# block 1

==> block_1/sizing.png <==
Scale: 2 px per um.
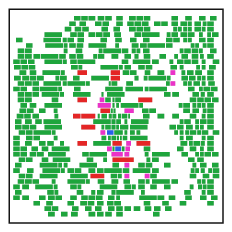

--- src/rtl/ram_port_arbiter.sv ---
// Two-requester arbiter for the single-port data RAM: the CPU has fixed priority,
// the debug/loader port is protected from starvation and can lock the RAM for itself.
module ram_port_arbiter #(
  parameter int ADDR_W   = 10,
  parameter int DATA_W   = 32,
  parameter int MAX_WAIT = 8
) (
  input  logic              CLK,
  input  logic              ACLR,
  input  logic              CPU_REQ,
  input  logic              CPU_WE,
  input  logic [ADDR_W-1:0] CPU_ADDR,
  input  logic [DATA_W-1:0] CPU_WDATA,
  output logic              CPU_GNT,
  output logic              CPU_RVALID,
  output logic [DATA_W-1:0] CPU_RDATA,
  input  logic              DBG_REQ,
  input  logic              DBG_WE,
  input  logic [ADDR_W-1:0] DBG_ADDR,
  input  logic [DATA_W-1:0] DBG_WDATA,
  input  logic              DBG_LOCK,
  output logic              DBG_GNT,
  output logic              DBG_RVALID,
  output logic [DATA_W-1:0] DBG_RDATA,
  output logic [ADDR_W-1:0] RAM_ADDR,
  output logic [DATA_W-1:0] RAM_WDATA,
  output logic              RAM_WREN,
  input  logic [DATA_W-1:0] RAM_RDATA
);

  localparam logic [7:0] MAX_WAIT_C = 8'(MAX_WAIT);

  typedef enum logic [1:0] {
    RD_NONE = 2'd0,
    RD_CPU  = 2'd1,
    RD_DBG  = 2'd2
  } rd_state_t;

  rd_state_t         rd_state;
  logic [7:0]        wait_cnt;
  logic [ADDR_W-1:0] addr_q;
  logic [DATA_W-1:0] wdata_q;
  logic              cpu_gnt;
  logic              dbg_gnt;
  logic              debt_due;

  assign debt_due = DBG_REQ && (wait_cnt == MAX_WAIT_C);

  // Grants are suppressed while ACLR is high so every output reads 0 in reset.
  always_comb begin
    // NOTE: defaults first give every path a value, so no latch is inferred.
    cpu_gnt = 1'b0;
    dbg_gnt = 1'b0;
    if (!ACLR) begin
      if (DBG_LOCK) begin
        dbg_gnt = DBG_REQ;
      end else if (debt_due) begin
        dbg_gnt = 1'b1;
      end else if (CPU_REQ) begin
        cpu_gnt = 1'b1;
      end else begin
        dbg_gnt = DBG_REQ;
      end
    end
  end

  assign CPU_GNT = cpu_gnt;
  assign DBG_GNT = dbg_gnt;

  // Address/data follow the winner; with no winner the last issued command is held.
  always_comb begin
    RAM_ADDR  = addr_q;
    RAM_WDATA = wdata_q;
    if (cpu_gnt) begin
      RAM_ADDR  = CPU_ADDR;
      RAM_WDATA = CPU_WDATA;
    end else if (dbg_gnt) begin
      RAM_ADDR  = DBG_ADDR;
      RAM_WDATA = DBG_WDATA;
    end
  end

  assign RAM_WREN = (cpu_gnt && CPU_WE) || (dbg_gnt && DBG_WE);

  // Read owner, starvation counter and the hold registers share one state block.
  // NOTE: sequential state uses non-blocking assignments only, so every register
  // samples the pre-edge values regardless of statement order.
  always_ff @(posedge CLK or posedge ACLR) begin
    if (ACLR) begin
      // NOTE: the hold registers are reset so RAM_ADDR/RAM_WDATA read 0 after reset.
      rd_state <= RD_NONE;
      wait_cnt <= 8'd0;
      addr_q   <= '0;
      wdata_q  <= '0;
    end else begin
      if (cpu_gnt && !CPU_WE) begin
        rd_state <= RD_CPU;
      end else if (dbg_gnt && !DBG_WE) begin
        rd_state <= RD_DBG;
      end else begin
        rd_state <= RD_NONE;
      end

      if (!DBG_REQ || dbg_gnt) begin
        wait_cnt <= 8'd0;
      end else if (wait_cnt != MAX_WAIT_C) begin
        wait_cnt <= wait_cnt + 8'd1;
      end

      if (cpu_gnt || dbg_gnt) begin
        addr_q  <= RAM_ADDR;
        wdata_q <= RAM_WDATA;
      end
    end
  end

  // Read data is forwarded only to the owner of the read issued last cycle.
  assign CPU_RVALID = (rd_state == RD_CPU);
  assign DBG_RVALID = (rd_state == RD_DBG);
  assign CPU_RDATA  = CPU_RVALID ? RAM_RDATA : '0;
  assign DBG_RDATA  = DBG_RVALID ? RAM_RDATA : '0;

  a_one_grant : assert property (@(posedge CLK) disable iff (ACLR)
    !(cpu_gnt && dbg_gnt));

  a_wait_bound : assert property (@(posedge CLK) disable iff (ACLR)
    wait_cnt <= MAX_WAIT_C);

  a_lock_blocks_cpu : assert property (@(posedge CLK) disable iff (ACLR)
    DBG_LOCK |-> !cpu_gnt);

endmodule

--- config.mk ---
export PLATFORM = sky130hd
export DESIGN_NAME = ram_port_arbiter
export DESIGN_NICKNAME = d
export VERILOG_FILES = /design/src/rtl/ram_port_arbiter.sv
export SDC_FILE = /design/constraint.sdc
export NUM_CORES = 1
export LEC_CHECK = 0
export ABC_CLOCK_PERIOD_IN_PS = 4019
export CAP_MARGIN = 40
export CORE_UTILIZATION = 30
export DETAILED_ROUTE_END_ITERATION = 10
export PLACE_DENSITY = 0.72
export SLEW_MARGIN = 25
export SYNTH_ARGS = -nofsm -noshare
export SYNTH_HDL_FRONTEND = slang
export SYNTH_SLANG_ARGS = --single-unit
--- constraint.sdc ---
create_clock -name CLK -period 4.02 [get_ports CLK]
set_input_delay 0.804 -clock CLK [delete_from_list [all_inputs] [get_ports CLK]]
set_output_delay 0.804 -clock CLK [all_outputs]
set_load 0.005 [all_outputs]
# block 2

<file path="src/rtl/ternary_requant.sv">
// Requantizes signed accumulators (round, shift, ReLU, saturate) into an int8 stream with end-of-vector tags.
// Latency: 2 cycles from accepted input to out_valid when the FIFO is empty; one input per cycle sustained.
// Backpressure: out_ready stalls the OUT_LEN-deep FIFO; a result arriving at a full FIFO with no pop is dropped and overflow sticks.
module ternary_requant #(
   parameter int OUT_LEN   = 8,
   parameter int ACC_WIDTH = 12,
   parameter int OUT_WIDTH = 8
) (
   input  logic                        clk,
   input  logic                        rst_n,
   input  logic                        en,
   input  logic                        cfg_load,
   input  logic [3:0]                  cfg_shift,
   input  logic                        cfg_relu,
   input  logic                        acc_valid,
   input  logic signed [ACC_WIDTH-1:0] acc_in,
   input  logic                        acc_last,
   output logic signed [OUT_WIDTH-1:0] out_data,
   output logic                        out_valid,
   input  logic                        out_ready,
   output logic                        out_last,
   output logic                        busy,
   output logic                        overflow
);

   localparam int IW = $clog2(OUT_LEN);
   localparam int CW = IW + 1;
   localparam int EW = ACC_WIDTH + 1;
   localparam logic signed [EW-1:0] SAT_MAX = EW'((2 ** (OUT_WIDTH - 1)) - 1);
   localparam logic signed [EW-1:0] SAT_MIN = ~SAT_MAX;

   typedef enum logic {IDLE, FRAME} state_t;

   logic [3:0]                  shift_q;
   logic                        relu_q;
   logic                        acc_take;
   logic [IW-1:0]               idx_q;
   logic                        tag_last;
   state_t                      state_q, state_d;

   logic signed [EW-1:0]        ext, rnd, sum, shr, rl;
   logic signed [OUT_WIDTH-1:0] res;

   logic                        stg_vld_q;
   logic signed [OUT_WIDTH-1:0] stg_dat_q;
   logic                        stg_last_q;

   logic [OUT_WIDTH:0]          mem [OUT_LEN];
   logic [IW-1:0]               wr_ptr_q, rd_ptr_q;
   logic [CW-1:0]               cnt_q;
   logic                        fifo_full, push, pop, drop;

   assign acc_take  = acc_valid & en;
   assign tag_last  = (idx_q == IW'(OUT_LEN - 1)) | acc_last;
   assign out_valid = (cnt_q != '0);
   assign fifo_full = (cnt_q == CW'(OUT_LEN));
   assign pop       = out_valid & out_ready;
   assign push      = stg_vld_q & (~fifo_full | pop);
   assign drop      = stg_vld_q & fifo_full & ~pop;
   assign busy      = (state_q != IDLE) | stg_vld_q | out_valid;

   // Config registers; shift is clamped at load so the datapath never shifts past the sign bit.
   always_ff @(posedge clk) begin
      if (!rst_n) begin
         shift_q <= '0;
         relu_q  <= 1'b0;
      end else if (cfg_load && !busy) begin
         shift_q <= (int'(cfg_shift) > ACC_WIDTH - 1) ? 4'(ACC_WIDTH - 1) : cfg_shift;
         relu_q  <= cfg_relu;
      end
   end

   // Round-half-up shift, ReLU and saturation on the incoming accumulator.
   always_comb begin
      ext = {acc_in[ACC_WIDTH-1], acc_in};
      rnd = '0;
      if (shift_q != 4'd0) rnd = EW'(1) << (shift_q - 4'd1);
      sum = ext + rnd;
      shr = sum >>> shift_q;
      rl  = (relu_q && shr[EW-1]) ? '0 : shr;
      if (rl > SAT_MAX)      res = SAT_MAX[OUT_WIDTH-1:0];
      else if (rl < SAT_MIN) res = SAT_MIN[OUT_WIDTH-1:0];
      else                   res = rl[OUT_WIDTH-1:0];
   end

   // Element index and frame state advance on every accepted input, even if its result is later dropped.
   always_ff @(posedge clk) begin
      if (!rst_n) begin
         idx_q   <= '0;
         state_q <= IDLE;
      end else begin
         state_q <= state_d;
         if (acc_take) idx_q <= tag_last ? '0 : idx_q + IW'(1);
      end
   end

   // Frame state: leave IDLE on a non-final element, return on the final one.
   always_comb begin
      state_d = state_q;
      if (acc_take) begin
         case (state_q)
            IDLE:    if (!tag_last) state_d = FRAME;
            FRAME:   if (tag_last)  state_d = IDLE;
            default: state_d = IDLE;
         endcase
      end
   end

   // Single pipeline stage holding the requantized result and its tag.
   always_ff @(posedge clk) begin
      if (!rst_n) begin
         stg_vld_q  <= 1'b0;
         stg_dat_q  <= '0;
         stg_last_q <= 1'b0;
      end else begin
         stg_vld_q <= acc_take;
         if (acc_take) begin
            stg_dat_q  <= res;
            stg_last_q <= tag_last;
         end
      end
   end

   // FIFO storage; contents need no reset because pointers and count do.
   always_ff @(posedge clk) begin
      if (push) mem[wr_ptr_q] <= {stg_last_q, stg_dat_q};
   end

   // FIFO pointers and occupancy count.
   always_ff @(posedge clk) begin
      if (!rst_n) begin
         wr_ptr_q <= '0;
         rd_ptr_q <= '0;
         cnt_q    <= '0;
      end else begin
         if (push) wr_ptr_q <= wr_ptr_q + IW'(1);
         if (pop)  rd_ptr_q <= rd_ptr_q + IW'(1);
         if (push && !pop)      cnt_q <= cnt_q + CW'(1);
         else if (pop && !push) cnt_q <= cnt_q - CW'(1);
      end
   end

   // Registered FIFO head; holds its value when the FIFO empties.
   always_ff @(posedge clk) begin
      if (!rst_n) begin
         out_data <= '0;
         out_last <= 1'b0;
      end else if (pop) begin
         if (cnt_q > CW'(1)) {out_last, out_data} <= mem[rd_ptr_q + IW'(1)];
         else if (push)      {out_last, out_data} <= {stg_last_q, stg_dat_q};
      end else if (push && cnt_q == '0) begin
         {out_last, out_data} <= {stg_last_q, stg_dat_q};
      end
   end

   // Sticky overflow flag for results lost to a full FIFO.
   always_ff @(posedge clk) begin
      if (!rst_n)    overflow <= 1'b0;
      else if (drop) overflow <= 1'b1;
   end

endmodule

</file>
<file path="config.mk">
export PLATFORM = sky130hd
export DESIGN_NAME = ternary_requant
export DESIGN_NICKNAME = d
export VERILOG_FILES = /design/src/rtl/ternary_requant.sv
export SDC_FILE = /design/constraint.sdc
export NUM_CORES = 1
export LEC_CHECK = 0
export CAP_MARGIN = 20
export CORE_MARGIN = 2
export CORE_UTILIZATION = 60
export CTS_CLUSTER_DIAMETER = 50
export DETAILED_ROUTE_END_ITERATION = 7
export PLACE_DENSITY = 0.83
export SYNTH_ARGS = -nofsm -noshare
export SYNTH_HDL_FRONTEND = slang
export SYNTH_SLANG_ARGS = --single-unit
</file>
<file path="constraint.sdc">
create_clock -name clk -period 6.9 [get_ports clk]
set_input_delay 1.38 -clock clk [delete_from_list [all_inputs] [get_ports clk]]
set_output_delay 1.38 -clock clk [all_outputs]
set_load 0.02 [all_outputs]
</file>
# block 3

File: src/rtl/evm_tally_pkg.sv
// Shared types and helpers for the EVM vote tally.
package evm_tally_pkg;

  typedef enum logic [1:0] {
    IDLE = 2'd0,
    OPEN = 2'd1,
    SCAN = 2'd2,
    DONE = 2'd3
  } evm_state_t;

  // NOTA always occupies the slot just past the last candidate.
  function automatic int unsigned nota_idx(input int unsigned n);
    return n;
  endfunction

endpackage

File: src/rtl/evm_tally_if.sv
// Ballot handshake between the ballot-unit front end and the tally.
interface evm_tally_if #(
  parameter int unsigned SEL_W = 4
);
  logic             voter_auth;
  logic             ballot_valid;
  logic [SEL_W-1:0] ballot_sel;
  logic             ballot_ready;

  modport master (output voter_auth, output ballot_valid, output ballot_sel, input ballot_ready);
  modport slave  (input voter_auth, input ballot_valid, input ballot_sel, output ballot_ready);
endinterface

File: src/rtl/evm_tally_max_scan.sv
// Iterative argmax: walks one slot per cycle while en, lowest index wins ties.
module evm_max_scan #(
  parameter int unsigned N_SLOTS = 9,
  parameter int unsigned CNT_W   = 8,
  parameter int unsigned SEL_W   = 4
) (
  input  logic             clk,
  input  logic             rst,
  input  logic             clear,
  input  logic             en,
  input  logic [CNT_W-1:0] cnt_in,
  output logic [SEL_W-1:0] idx,
  output logic             last_c,
  output logic [SEL_W-1:0] winner_idx,
  output logic             tie
);

  logic [CNT_W-1:0] max_q;

  assign last_c = en && (idx == SEL_W'(N_SLOTS - 1));

  // Running maximum; slot 0 seeds the scan so an all-zero poll ends as a tie on slot 0.
  always_ff @(posedge clk) begin
    if (rst || clear) begin
      idx        <= '0;
      max_q      <= '0;
      winner_idx <= '0;
      tie        <= 1'b0;
    end else if (en) begin
      idx <= last_c ? '0 : idx + SEL_W'(1);
      if (idx == '0) begin
        max_q      <= cnt_in;
        winner_idx <= '0;
        tie        <= 1'b0;
      end else if (cnt_in > max_q) begin
        max_q      <= cnt_in;
        winner_idx <= idx;
        tie        <= 1'b0;
      end else if (cnt_in == max_q) begin
        tie <= 1'b1;
      end
    end else begin
      idx <= '0;
    end
  end

endmodule

File: src/rtl/evm_tally.sv
// Clocked vote tally: poll FSM, armed one-shot ballots, saturating counters, winner scan.
module evm_tally
  import evm_tally_pkg::*;
#(
  parameter int unsigned N_CAND = 8,
  parameter int unsigned CNT_W  = 8,
  parameter int unsigned SEL_W  = $clog2(N_CAND + 1)
) (
  input  logic              clk,
  input  logic              rst,
  input  logic              open_poll,
  input  logic              close_poll,
  evm_tally_if.slave        bal,
  input  logic [SEL_W-1:0]  read_idx,
  output logic [CNT_W-1:0]  read_count,
  output logic [CNT_W-1:0]  total_votes,
  output logic [1:0]        state_o,
  output logic              winner_valid,
  output logic [SEL_W-1:0]  winner_idx,
  output logic              tie,
  output logic              sat
);

  localparam int unsigned     N_SLOTS = N_CAND + 1;
  localparam logic [CNT_W-1:0] CNT_MAX = '1;

  evm_state_t       state, state_nxt;
  logic [CNT_W-1:0] cnt [N_SLOTS];
  logic [CNT_W-1:0] total;
  logic             armed;
  logic             sat_q;
  logic             go_open_c;
  logic             accept_c;
  logic             scan_last_c;
  logic [SEL_W-1:0] slot_c;
  logic [SEL_W-1:0] scan_idx;

  assign bal.ballot_ready = (state == OPEN) && armed;
  assign accept_c         = bal.ballot_valid && bal.ballot_ready;
  assign slot_c           = (bal.ballot_sel >= SEL_W'(N_CAND)) ? SEL_W'(nota_idx(N_CAND)) : bal.ballot_sel;

  assign state_o      = 2'(state);
  assign winner_valid = (state == DONE);
  assign total_votes  = total;
  assign sat          = sat_q;

  // State register.
  always_ff @(posedge clk) begin
    if (rst) state <= IDLE;
    else     state <= state_nxt;
  end

  // Next-state logic; go_open_c marks entry into OPEN, which restarts the poll.
  always_comb begin
    state_nxt = state;
    go_open_c = 1'b0;
    case (state)
      IDLE: if (open_poll) begin
        state_nxt = OPEN;
        go_open_c = 1'b1;
      end
      OPEN: if (close_poll) state_nxt = SCAN;
      SCAN: if (scan_last_c) state_nxt = DONE;
      DONE: if (open_poll) begin
        state_nxt = OPEN;
        go_open_c = 1'b1;
      end
      default: state_nxt = IDLE;
    endcase
  end

  // Counter bank, total, sticky saturation and the one-ballot arming flag.
  always_ff @(posedge clk) begin
    if (rst || go_open_c) begin
      for (int unsigned i = 0; i < N_SLOTS; i++) cnt[i] <= '0;
      total <= '0;
      sat_q <= 1'b0;
      armed <= 1'b0;
    end else if (accept_c) begin
      if (cnt[slot_c] != CNT_MAX) cnt[slot_c] <= cnt[slot_c] + CNT_W'(1);
      if (total != CNT_MAX)       total <= total + CNT_W'(1);
      if (cnt[slot_c] >= CNT_MAX - CNT_W'(1) || total >= CNT_MAX - CNT_W'(1)) sat_q <= 1'b1;
      armed <= 1'b0;
    end else if (state == OPEN && close_poll) begin
      armed <= 1'b0;
    end else if (state == OPEN && bal.voter_auth) begin
      armed <= 1'b1;
    end
  end

  // Readback of any slot; out-of-range indices read as zero.
  always_comb begin
    read_count = '0;
    if (read_idx <= SEL_W'(N_CAND)) read_count = cnt[read_idx];
  end

  evm_max_scan #(
    .N_SLOTS (N_SLOTS),
    .CNT_W   (CNT_W),
    .SEL_W   (SEL_W)
  ) u_scan (
    .clk        (clk),
    .rst        (rst),
    .clear      (go_open_c),
    .en         (state == SCAN),
    .cnt_in     (cnt[scan_idx]),
    .idx        (scan_idx),
    .last_c     (scan_last_c),
    .winner_idx (winner_idx),
    .tie        (tie)
  );

endmodule
File: src/flat_wrapper.sv
// flat-port wrapper written by rule: the top's interface ports become plain ports
module evm_tally_flat import evm_tally_pkg::*;
#(
  parameter int unsigned N_CAND = 8,
  parameter int unsigned CNT_W  = 8,
  parameter int unsigned SEL_W  = $clog2(N_CAND + 1)
)
  (clk, rst, open_poll, close_poll, read_idx, read_count, total_votes, state_o, winner_valid, winner_idx, tie, sat, bal_voter_auth, bal_ballot_valid, bal_ballot_sel, bal_ballot_ready);
  evm_tally_if #(.SEL_W(SEL_W)) bal_i ();
  input  logic clk;
  input  logic rst;
  input  logic open_poll;
  input  logic close_poll;
  input  logic [SEL_W-1:0] read_idx;
  output logic [CNT_W-1:0] read_count;
  output logic [CNT_W-1:0] total_votes;
  output logic [1:0] state_o;
  output logic winner_valid;
  output logic [SEL_W-1:0] winner_idx;
  output logic tie;
  output logic sat;
  input wire logic [$bits(bal_i.voter_auth)-1:0] bal_voter_auth;
  input wire logic [$bits(bal_i.ballot_valid)-1:0] bal_ballot_valid;
  input wire logic [$bits(bal_i.ballot_sel)-1:0] bal_ballot_sel;
  output wire logic [$bits(bal_i.ballot_ready)-1:0] bal_ballot_ready;
  assign bal_i.voter_auth = bal_voter_auth;
  assign bal_i.ballot_valid = bal_ballot_valid;
  assign bal_i.ballot_sel = bal_ballot_sel;
  assign bal_ballot_ready = bal_i.ballot_ready;
  evm_tally #(.N_CAND(N_CAND), .CNT_W(CNT_W), .SEL_W(SEL_W)) u_core (.clk(clk), .rst(rst), .open_poll(open_poll), .close_poll(close_poll), .bal(bal_i), .read_idx(read_idx), .read_count(read_count), .total_votes(total_votes), .state_o(state_o), .winner_valid(winner_valid), .winner_idx(winner_idx), .tie(tie), .sat(sat));
endmodule
File: config.mk
export PLATFORM = sky130hd
export DESIGN_NAME = evm_tally_flat
export DESIGN_NICKNAME = d
export VERILOG_FILES = /design/src/rtl/evm_tally_pkg.sv /design/src/rtl/evm_tally_if.sv /design/src/rtl/evm_tally_max_scan.sv /design/src/rtl/evm_tally.sv /design/src/flat_wrapper.sv
export SDC_FILE = /design/constraint.sdc
export NUM_CORES = 1
export LEC_CHECK = 0
export ABC_AREA = 0
export ABC_CLOCK_PERIOD_IN_PS = 8100
export CAP_MARGIN = 20
export CORE_ASPECT_RATIO = 1.75
export CORE_UTILIZATION = 60
export DETAILED_ROUTE_END_ITERATION = 10
export PLACE_DENSITY_LB_ADDON = 0.1
export SLEW_MARGIN = 20
export SYNTH_ARGS = -nofsm -noshare
export SYNTH_HDL_FRONTEND = slang
export SYNTH_SLANG_ARGS = --single-unit
File: constraint.sdc
create_clock -name clk -period 8.1 [get_ports clk]
set_clock_uncertainty 0.2 [all_clocks]
set_input_delay 2.025 -clock clk [delete_from_list [all_inputs] [get_ports clk]]
set_output_delay 2.025 -clock clk [all_outputs]
set_load 0.1 [all_outputs]
# block 4

<file path="src/rtl/pipe_front_ctrl.sv">
// Pipeline front end: fetch PC, IF/ID and ID/EX registers with flush/stall
// steering, a small state tracker and saturating hazard event counters.
module pipe_front_ctrl #(
   parameter logic [31:0] RESET_PC = 32'h00000000,
   parameter logic [31:0] NOP_INST = 32'h00000013,
   parameter int unsigned CTRL_W   = 16
) (
   input  logic              CLK,
   input  logic              RSTn,
   input  logic              pcWrite,
   input  logic              IF_ID_WE,
   input  logic              isNop,
   input  logic              br_taken,
   input  logic [31:0]       br_target,
   input  logic [31:0]       I_MEM_DI,
   input  logic [CTRL_W-1:0] ctrl_ID,
   input  logic [4:0]        rs1_ID,
   input  logic [4:0]        rs2_ID,
   input  logic [4:0]        rd_ID,
   output logic [31:0]       I_MEM_ADDR,
   output logic [31:0]       inst_ID,
   output logic [31:0]       pc_ID,
   output logic              valid_ID,
   output logic [CTRL_W-1:0] ctrl_EX,
   output logic [4:0]        rs1_EX,
   output logic [4:0]        rs2_EX,
   output logic [4:0]        rd_EX,
   output logic [31:0]       pc_EX,
   output logic              valid_EX,
   output logic [1:0]        state,
   output logic [15:0]       stall_cnt,
   output logic [15:0]       flush_cnt
);

   typedef enum logic [1:0] {
      ST_BOOT  = 2'd0,
      ST_RUN   = 2'd1,
      ST_STALL = 2'd2,
      ST_FLUSH = 2'd3
   } state_e;

   state_e            state_q, state_d;
   logic [31:0]       pc_q, pc_d;
   logic [31:0]       inst_q, inst_d;
   logic [31:0]       pcid_q, pcid_d;
   logic              vid_q, vid_d;
   logic [CTRL_W-1:0] ctrl_q, ctrl_d;
   logic [4:0]        rs1_q, rs1_d;
   logic [4:0]        rs2_q, rs2_d;
   logic [4:0]        rd_q, rd_d;
   logic [31:0]       pcex_q, pcex_d;
   logic              vex_q, vex_d;
   logic [15:0]       scnt_q, scnt_d;
   logic [15:0]       fcnt_q, fcnt_d;

   logic              hazard;
   assign hazard = isNop | ~pcWrite;

   always_comb begin
      state_d = state_q;
      pc_d    = pc_q;
      inst_d  = inst_q;
      pcid_d  = pcid_q;
      vid_d   = vid_q;
      ctrl_d  = ctrl_q;
      rs1_d   = rs1_q;
      rs2_d   = rs2_q;
      rd_d    = rd_q;
      pcex_d  = pcex_q;
      vex_d   = vex_q;
      scnt_d  = scnt_q;
      fcnt_d  = fcnt_q;

      if (br_taken) begin
         // Redirect wins over every hazard input; pc_ID is deliberately kept.
         state_d = ST_FLUSH;
         pc_d    = br_target;
         inst_d  = NOP_INST;
         vid_d   = 1'b0;
         ctrl_d  = '0;
         rs1_d   = '0;
         rs2_d   = '0;
         rd_d    = '0;
         pcex_d  = pcid_q;
         vex_d   = 1'b0;
         if (fcnt_q != '1) fcnt_d = fcnt_q + 16'd1;
      end else begin
         if (pcWrite) pc_d = pc_q + 32'd4;
         if (IF_ID_WE) begin
            inst_d = I_MEM_DI;
            pcid_d = pc_q;
            vid_d  = (state_q != ST_BOOT);
         end
         pcex_d = pcid_q;
         if (isNop) begin
            ctrl_d = '0;
            rs1_d  = '0;
            rs2_d  = '0;
            rd_d   = '0;
            vex_d  = 1'b0;
         end else begin
            ctrl_d = ctrl_ID;
            rs1_d  = rs1_ID;
            rs2_d  = rs2_ID;
            rd_d   = rd_ID;
            vex_d  = vid_q;
         end
         if (hazard && scnt_q != '1) scnt_d = scnt_q + 16'd1;
         if (state_q == ST_BOOT) state_d = ST_RUN;
         else if (hazard)        state_d = ST_STALL;
         else                    state_d = ST_RUN;
      end
   end

   always_ff @(posedge CLK or negedge RSTn) begin
      if (!RSTn) begin
         state_q <= ST_BOOT;
         pc_q    <= RESET_PC;
         inst_q  <= NOP_INST;
         pcid_q  <= '0;
         vid_q   <= 1'b0;
         ctrl_q  <= '0;
         rs1_q   <= '0;
         rs2_q   <= '0;
         rd_q    <= '0;
         pcex_q  <= '0;
         vex_q   <= 1'b0;
         scnt_q  <= '0;
         fcnt_q  <= '0;
      end else begin
         state_q <= state_d;
         pc_q    <= pc_d;
         inst_q  <= inst_d;
         pcid_q  <= pcid_d;
         vid_q   <= vid_d;
         ctrl_q  <= ctrl_d;
         rs1_q   <= rs1_d;
         rs2_q   <= rs2_d;
         rd_q    <= rd_d;
         pcex_q  <= pcex_d;
         vex_q   <= vex_d;
         scnt_q  <= scnt_d;
         fcnt_q  <= fcnt_d;
      end
   end

   assign I_MEM_ADDR = pc_q;
   assign inst_ID    = inst_q;
   assign pc_ID      = pcid_q;
   assign valid_ID   = vid_q;
   assign ctrl_EX    = ctrl_q;
   assign rs1_EX     = rs1_q;
   assign rs2_EX     = rs2_q;
   assign rd_EX      = rd_q;
   assign pc_EX      = pcex_q;
   assign valid_EX   = vex_q;
   assign state      = state_q;
   assign stall_cnt  = scnt_q;
   assign flush_cnt  = fcnt_q;

endmodule

</file>
<file path="config.mk">
export PLATFORM = sky130hd
export DESIGN_NAME = pipe_front_ctrl
export DESIGN_NICKNAME = d
export VERILOG_FILES = /design/src/rtl/pipe_front_ctrl.sv
export SDC_FILE = /design/constraint.sdc
export NUM_CORES = 1
export LEC_CHECK = 0
export CAP_MARGIN = 20
export CORE_ASPECT_RATIO = 1.4
export CORE_MARGIN = 5
export CORE_UTILIZATION = 47
export CTS_CLUSTER_SIZE = 40
export DETAILED_ROUTE_END_ITERATION = 8
export PLACE_DENSITY_LB_ADDON = 0.3
export SLEW_MARGIN = 10
export SYNTH_ARGS = -nofsm -noshare
export SYNTH_HDL_FRONTEND = slang
export SYNTH_SLANG_ARGS = --single-unit
</file>
<file path="constraint.sdc">
create_clock -name CLK -period 5.6 [get_ports CLK]
set_clock_uncertainty 0.15 [all_clocks]
set_input_delay 0.56 -clock CLK [delete_from_list [all_inputs] [get_ports CLK]]
set_output_delay 0.56 -clock CLK [all_outputs]
set_load 0.01 [all_outputs]
</file>
==> block_2/sizing.png <==
Scale: 3 px per um.
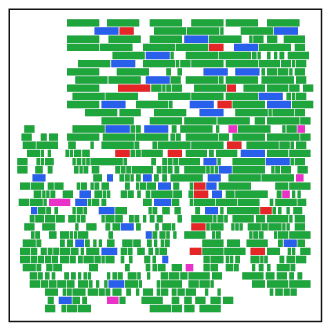
colour	size	cells	share
blue	x2	41	7.2%
green	x1 and smaller	510	89%
red	x6 and larger	14	2.4%
magenta	x3 and x4	7	1.2%

==> qor.rpt, block 2 <==
==============================================================================
Number of port buffers                                                      35
Non-clock buffers                                                           39
Die span in y                                                           104 um
Outcome                                                              completed
Final Wtd Congestion                                                     0.884
Time the worst path needs with I/O delays and setup                    4810 ps
Average footprint of a synthesized cell                             11.0 sq um
Max Used Layer                                                            met4
Total number of warnings across the stage logs                              29
Logic area                                                          2880 sq um
Non-clock buffers, area share                                            5.74%
Biggest area consumer among synthesized cells                         edfxtp_1
Number of buffers created by CTS                                             9
Remaining design rule violation count                                        0
Sequence of cells on the critical path                            buf_4 > inv_1 > nand2_1 > nor2_1 > ha_1 > inv_1 > fa_1 > nand2b_1 > a211oi_4 > o2111ai_2 > and4b_1 > nor2_2 > o221ai_1 > o41ai_2 > o311ai_1 > a21oi_2 > a21oi_1
Initial core utilization                                                 61.4%
Layer carrying the most global-route usage                                met2
Largest stage delay on the critical path                                430 ps
Standard cell core area                                             9680 sq um
Registers, synthesis                                                       111
Setup repair after global routing missed its margin                      false
Multi-input gate share of the layout cell area                           43.4%
Routed Wire Length                                                     13.3 mm
Clock-net power                                                       0.406 mW
Static Leakage                                                         2.35 nW
Number of logic stages on the critical path including buffering             17
Most flops, register                                                       mem
Worst Hold Endpoint                                                rd_ptr_q[1]
Worst-margin pin slew                                                   978 ps
Via count of the first global-routing pass                                4375
Max-cap violations                                                           0
Endpoints failing setup                                                      0
Worst-case setup margin in the final layout                            2090 ps
Switching share of total power                                           38.3%
Type of the most critical hold path                               register to register
Area growth from synthesis to layout                                     11.4%
==============================================================================
==> block_3/sizing.png <==
Scale: 2 px per um.
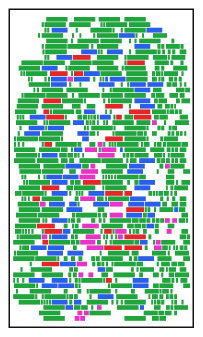
colour	size	cells	share
magenta	x3 and x4	34	4.6%
red	x6 and larger	28	3.8%
blue	x2	76	10%
green	x1 and smaller	597	81%
Non-clock buffers: 47
post-layout instance area: 9650 sq um
worst-case setup margin in the final layout: 1480 ps
area growth from synthesis to layout: 15.2%

==> qor.rpt, block 3 <==
===========================================================================
Maximum buffer depth of the clock tree                                    2
Total count of max-transition violations in the final report              0
Crit path kind                                                 input pin to output port
Detail Route met3 WL                                                1.30 mm
XOR-XNOR Cells, Area Fraction                                         1.72%
Routed Wire Length                                                  20.3 mm
Final Wtd Congestion                                                  0.978
Static Leakage                                                      3.51 nW
Switching share of total power                                        32.8%
Worst Hold Endpoint                                            u_core.u_scan.winner_idx[1]
Commonest non-fill, non-tap cell in the layout                     edfxtp_1
Tapcell count                                                           174
Total number of warnings across the stage logs                           31
Met1 Use GR                                                           32.0%
Power drawn by the sequential cells                                 1.13 mW
Fmax                                                                151 MHz
Count of cell types in the netlist                                       62
Area share of fa/ha/maj cells after synthesis                         2.54%
Number of buffers created by CTS                                         17
Warnings, synthesis                                                       0
CTS clk-pin slew, worst paths                                         70 ps
CP max FO                                                                20
Clock network fraction of design power                                31.5%
Most used flip-flop cell                                           edfxtp_1
Average via count per standard cell                                    6.27
Biggest area consumer among synthesized cells                      edfxtp_1
Nets@finish                                                             753
Remaining design rule violation count                                     0
Die span in y                                                        158 um
Wirelength per Cell                                                 22.3 um
Total die size                                                  14500 sq um
Endpoint type of the worst setup path                           output port
Post-route clock period utilization                                   81.8%
Origin of the critical flop-to-flop path                       u_core.u_scan.idx[0]
Routed wl met2                                                      11.0 mm
DP Wirelength                                                       14.3 mm
Largest vdd supply drop                                              230 uV
Largest net degree at the start of global routing                        37
Number of clock sinks seen by CTS                                       157
Registers, synthesis                                                    157
Register share after synthesis                                        52.8%
Outcome                                                           completed
===========================================================================
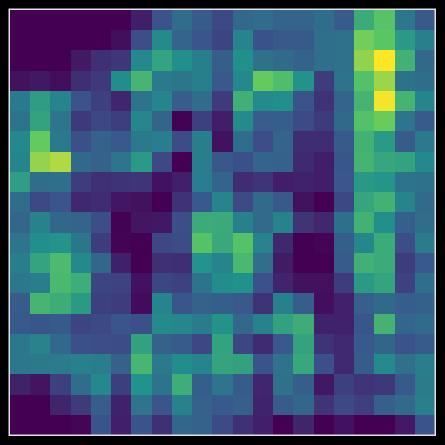
(block_1/route_heat.png)
Scale: 4 px per um. 21 x 21 tiles, from dark purple (low) to yellow (high), scaled to the fullest tile. Values are wire area over tile area, all layers added.
mean over tiles	0.17
tiles over half the peak	16%
densest ninth of the die	upper right
fullest tile	0.54
Vias: 3572
total routing resource utilization after global routing: 20.4%
Routed Wire Length: 11.8 mm

==> block_1/placed.png <==
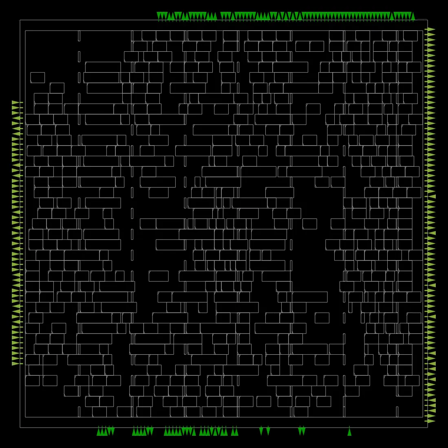
tapcell count: 136
Post-Route Utilization: 57.4%

## Picture notes: block_1/sizing.png
colour	size	cells	share
green	x1 and smaller	518	95%
red	x6 and larger	14	2.6%
magenta	x3 and x4	14	2.6%
blue	x2	2	0.36%
post-layout instance area: 5970 sq um
worst-case setup margin in the final layout: 149 ps

==> qor.rpt, block 1 <==
================================================================================
Min-delay src                                                        wait_cnt[7]
Remaining design rule violation count                                          0
Outcome                                                                completed
Final Wtd Congestion                                                       0.933
Endpoint type of the worst setup path                                output port
Setup repair after global routing missed its margin                        false
Fraction of registers with async set or reset after synthesis               100%
Most flops, register                                                     wdata_q
Arrival time at the worst endpoint                                       3070 ps
First-pass GRT wire length                                               17.8 mm
Switching share of total power                                             24.7%
Hold Slack                                                                561 ps
Largest net degree at the start of global routing                             44
Endpoints failing setup                                                        0
Logic area                                                            1830 sq um
Fraction of final layout cells with drive strength greater than 1          5.47%
Post-Place Setup Slack                                                    200 ps
Fmax                                                                     258 MHz
CTS clk-pin slew, worst paths                                              90 ps
H-Tree Depth                                                                   2
Global Route met2 Usage                                                    37.8%
CP max FO                                                                     36
Seq area share                                                             21.8%
Via count of the first global-routing pass                                  3495
Initial core utilization                                                   31.2%
Floorplan die width                                                       106 um
Total number of warnings across the stage logs                                27
Crit path kind                                                      input pin to output port
Share of power burned in registers                                         38.3%
Number of synthesized flops with an enable pin                                 0
First-pass iteration count of the detailed router                              4
Nets@finish                                                                  672
CP endpoint                                                         RAM_WDATA[20]
Origin of the critical flop-to-flop path                             wait_cnt[0]
Post-synth top area share                                                  40.0%
Mux contribution to synthesized area                                          0%
Netlist area before placement                                         3250 sq um
Met3 track demand over resource in global routing                          4.54%
Remaining antenna violation count after routing                                0
Multi-input combinational gate total                                         236
Dominant cells by area after synthesis                              dfrtp_1 (40%), a221o_1 (26%), and2_1 (20%)
================================================================================
==> block_4/route_heat.png <==
Scale: 2 px per um. 23 x 32 tiles, from dark purple (low) to yellow (high), scaled to the fullest tile. Values are wire area over tile area, all layers added.
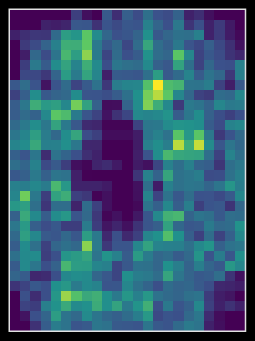
nearly empty tiles	7.2%
fullest tile	0.57
mean over tiles	0.18

==> block_4/floorplan.png <==
Scale: 3 px per um. Pins as bars on the die edge.
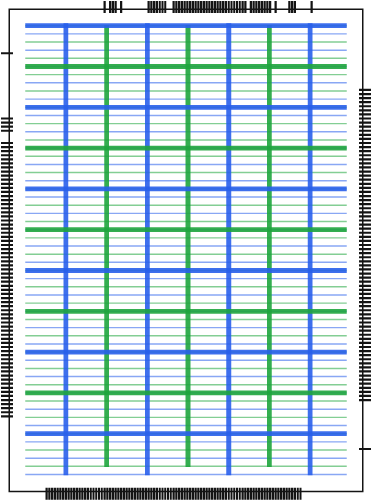
colour	net
blue	VSS
green	VDD
met1 rails	56
signal pins	296
rows	55
met4 straps	7
largest vdd supply drop: 255 uV
floorplan die width: 117 um
die span in y: 160 um
standard cell core area: 16000 sq um

==> qor.rpt, block 4 <==
============================================================================
Post-Route Utilization                                                 70.6%
Logic area                                                        2580 sq um
Area share of fa/ha/maj cells after synthesis                         0.495%
Multi-input gate share of the layout cell area                         22.8%
Multi-input combinational gate total                                     372
Biggest area consumer among synthesized cells                        dfrtp_1
Worst-margin pin slew                                                1000 ps
Nets@finish                                                              994
Overflow left after global routing                                         0
Dominant cells by area after synthesis                          dfrtp_1 (63%), mux2_2 (5.6%), mux2i_1 (4.0%)
Crit. Startpoint                                                     pcWrite
Netlist area before placement                                     7580 sq um
Post-synth area from yosys stat                                   7580 sq um
Met3 track demand over resource in global routing                      7.90%
XOR-XNOR Cells, Area Fraction                                          6.47%
CTS resizes                                                                0
Mux contribution to synthesized area                                   9.61%
Layout fillers                                                          1134
Count of cell types in the netlist                                        43
Number of buffers and inverters on the critical path                       1
Origin of the critical flop-to-flop path                        I_MEM_ADDR[4]
CTS tree                                                                 yes
Total die size                                                   18800 sq um
Fraction of registers with async set or reset after synthesis           100%
Outcome                                                            completed
CP endpoint                                                     I_MEM_ADDR[27]
Non-clock buffers, area share                                          26.3%
Number of clock sinks seen by CTS                                        195
Top cell types by occurrence after synthesis                    dfrtp_1 (192), nand2_1 (47), nor2_1 (42)
Routed wl met2                                                       11.4 mm
CP max FO                                                                 12
Inst Count DP                                                           1070
Seq area share                                                         43.1%
Rel. slew slack                                                        33.3%
Switching power of the nets                                          1.03 mW
Clock-net power                                                      1.27 mW
============================================================================


==> notes/layouts.md <==
Pictures saved along the way, in no particular order.

Cell outlines without signal wires.
(a)
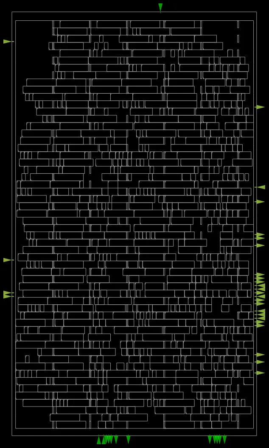
(b)
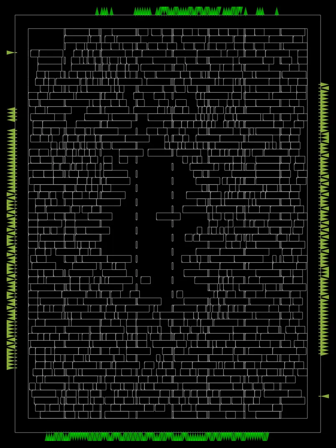
(c)
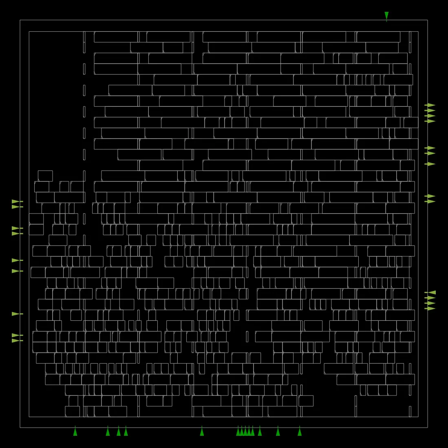
(b): block 4
(a): block 3
(c): block 2
- most cells: (b)

No activity file was given, so power comes from the tool's default toggle rates.
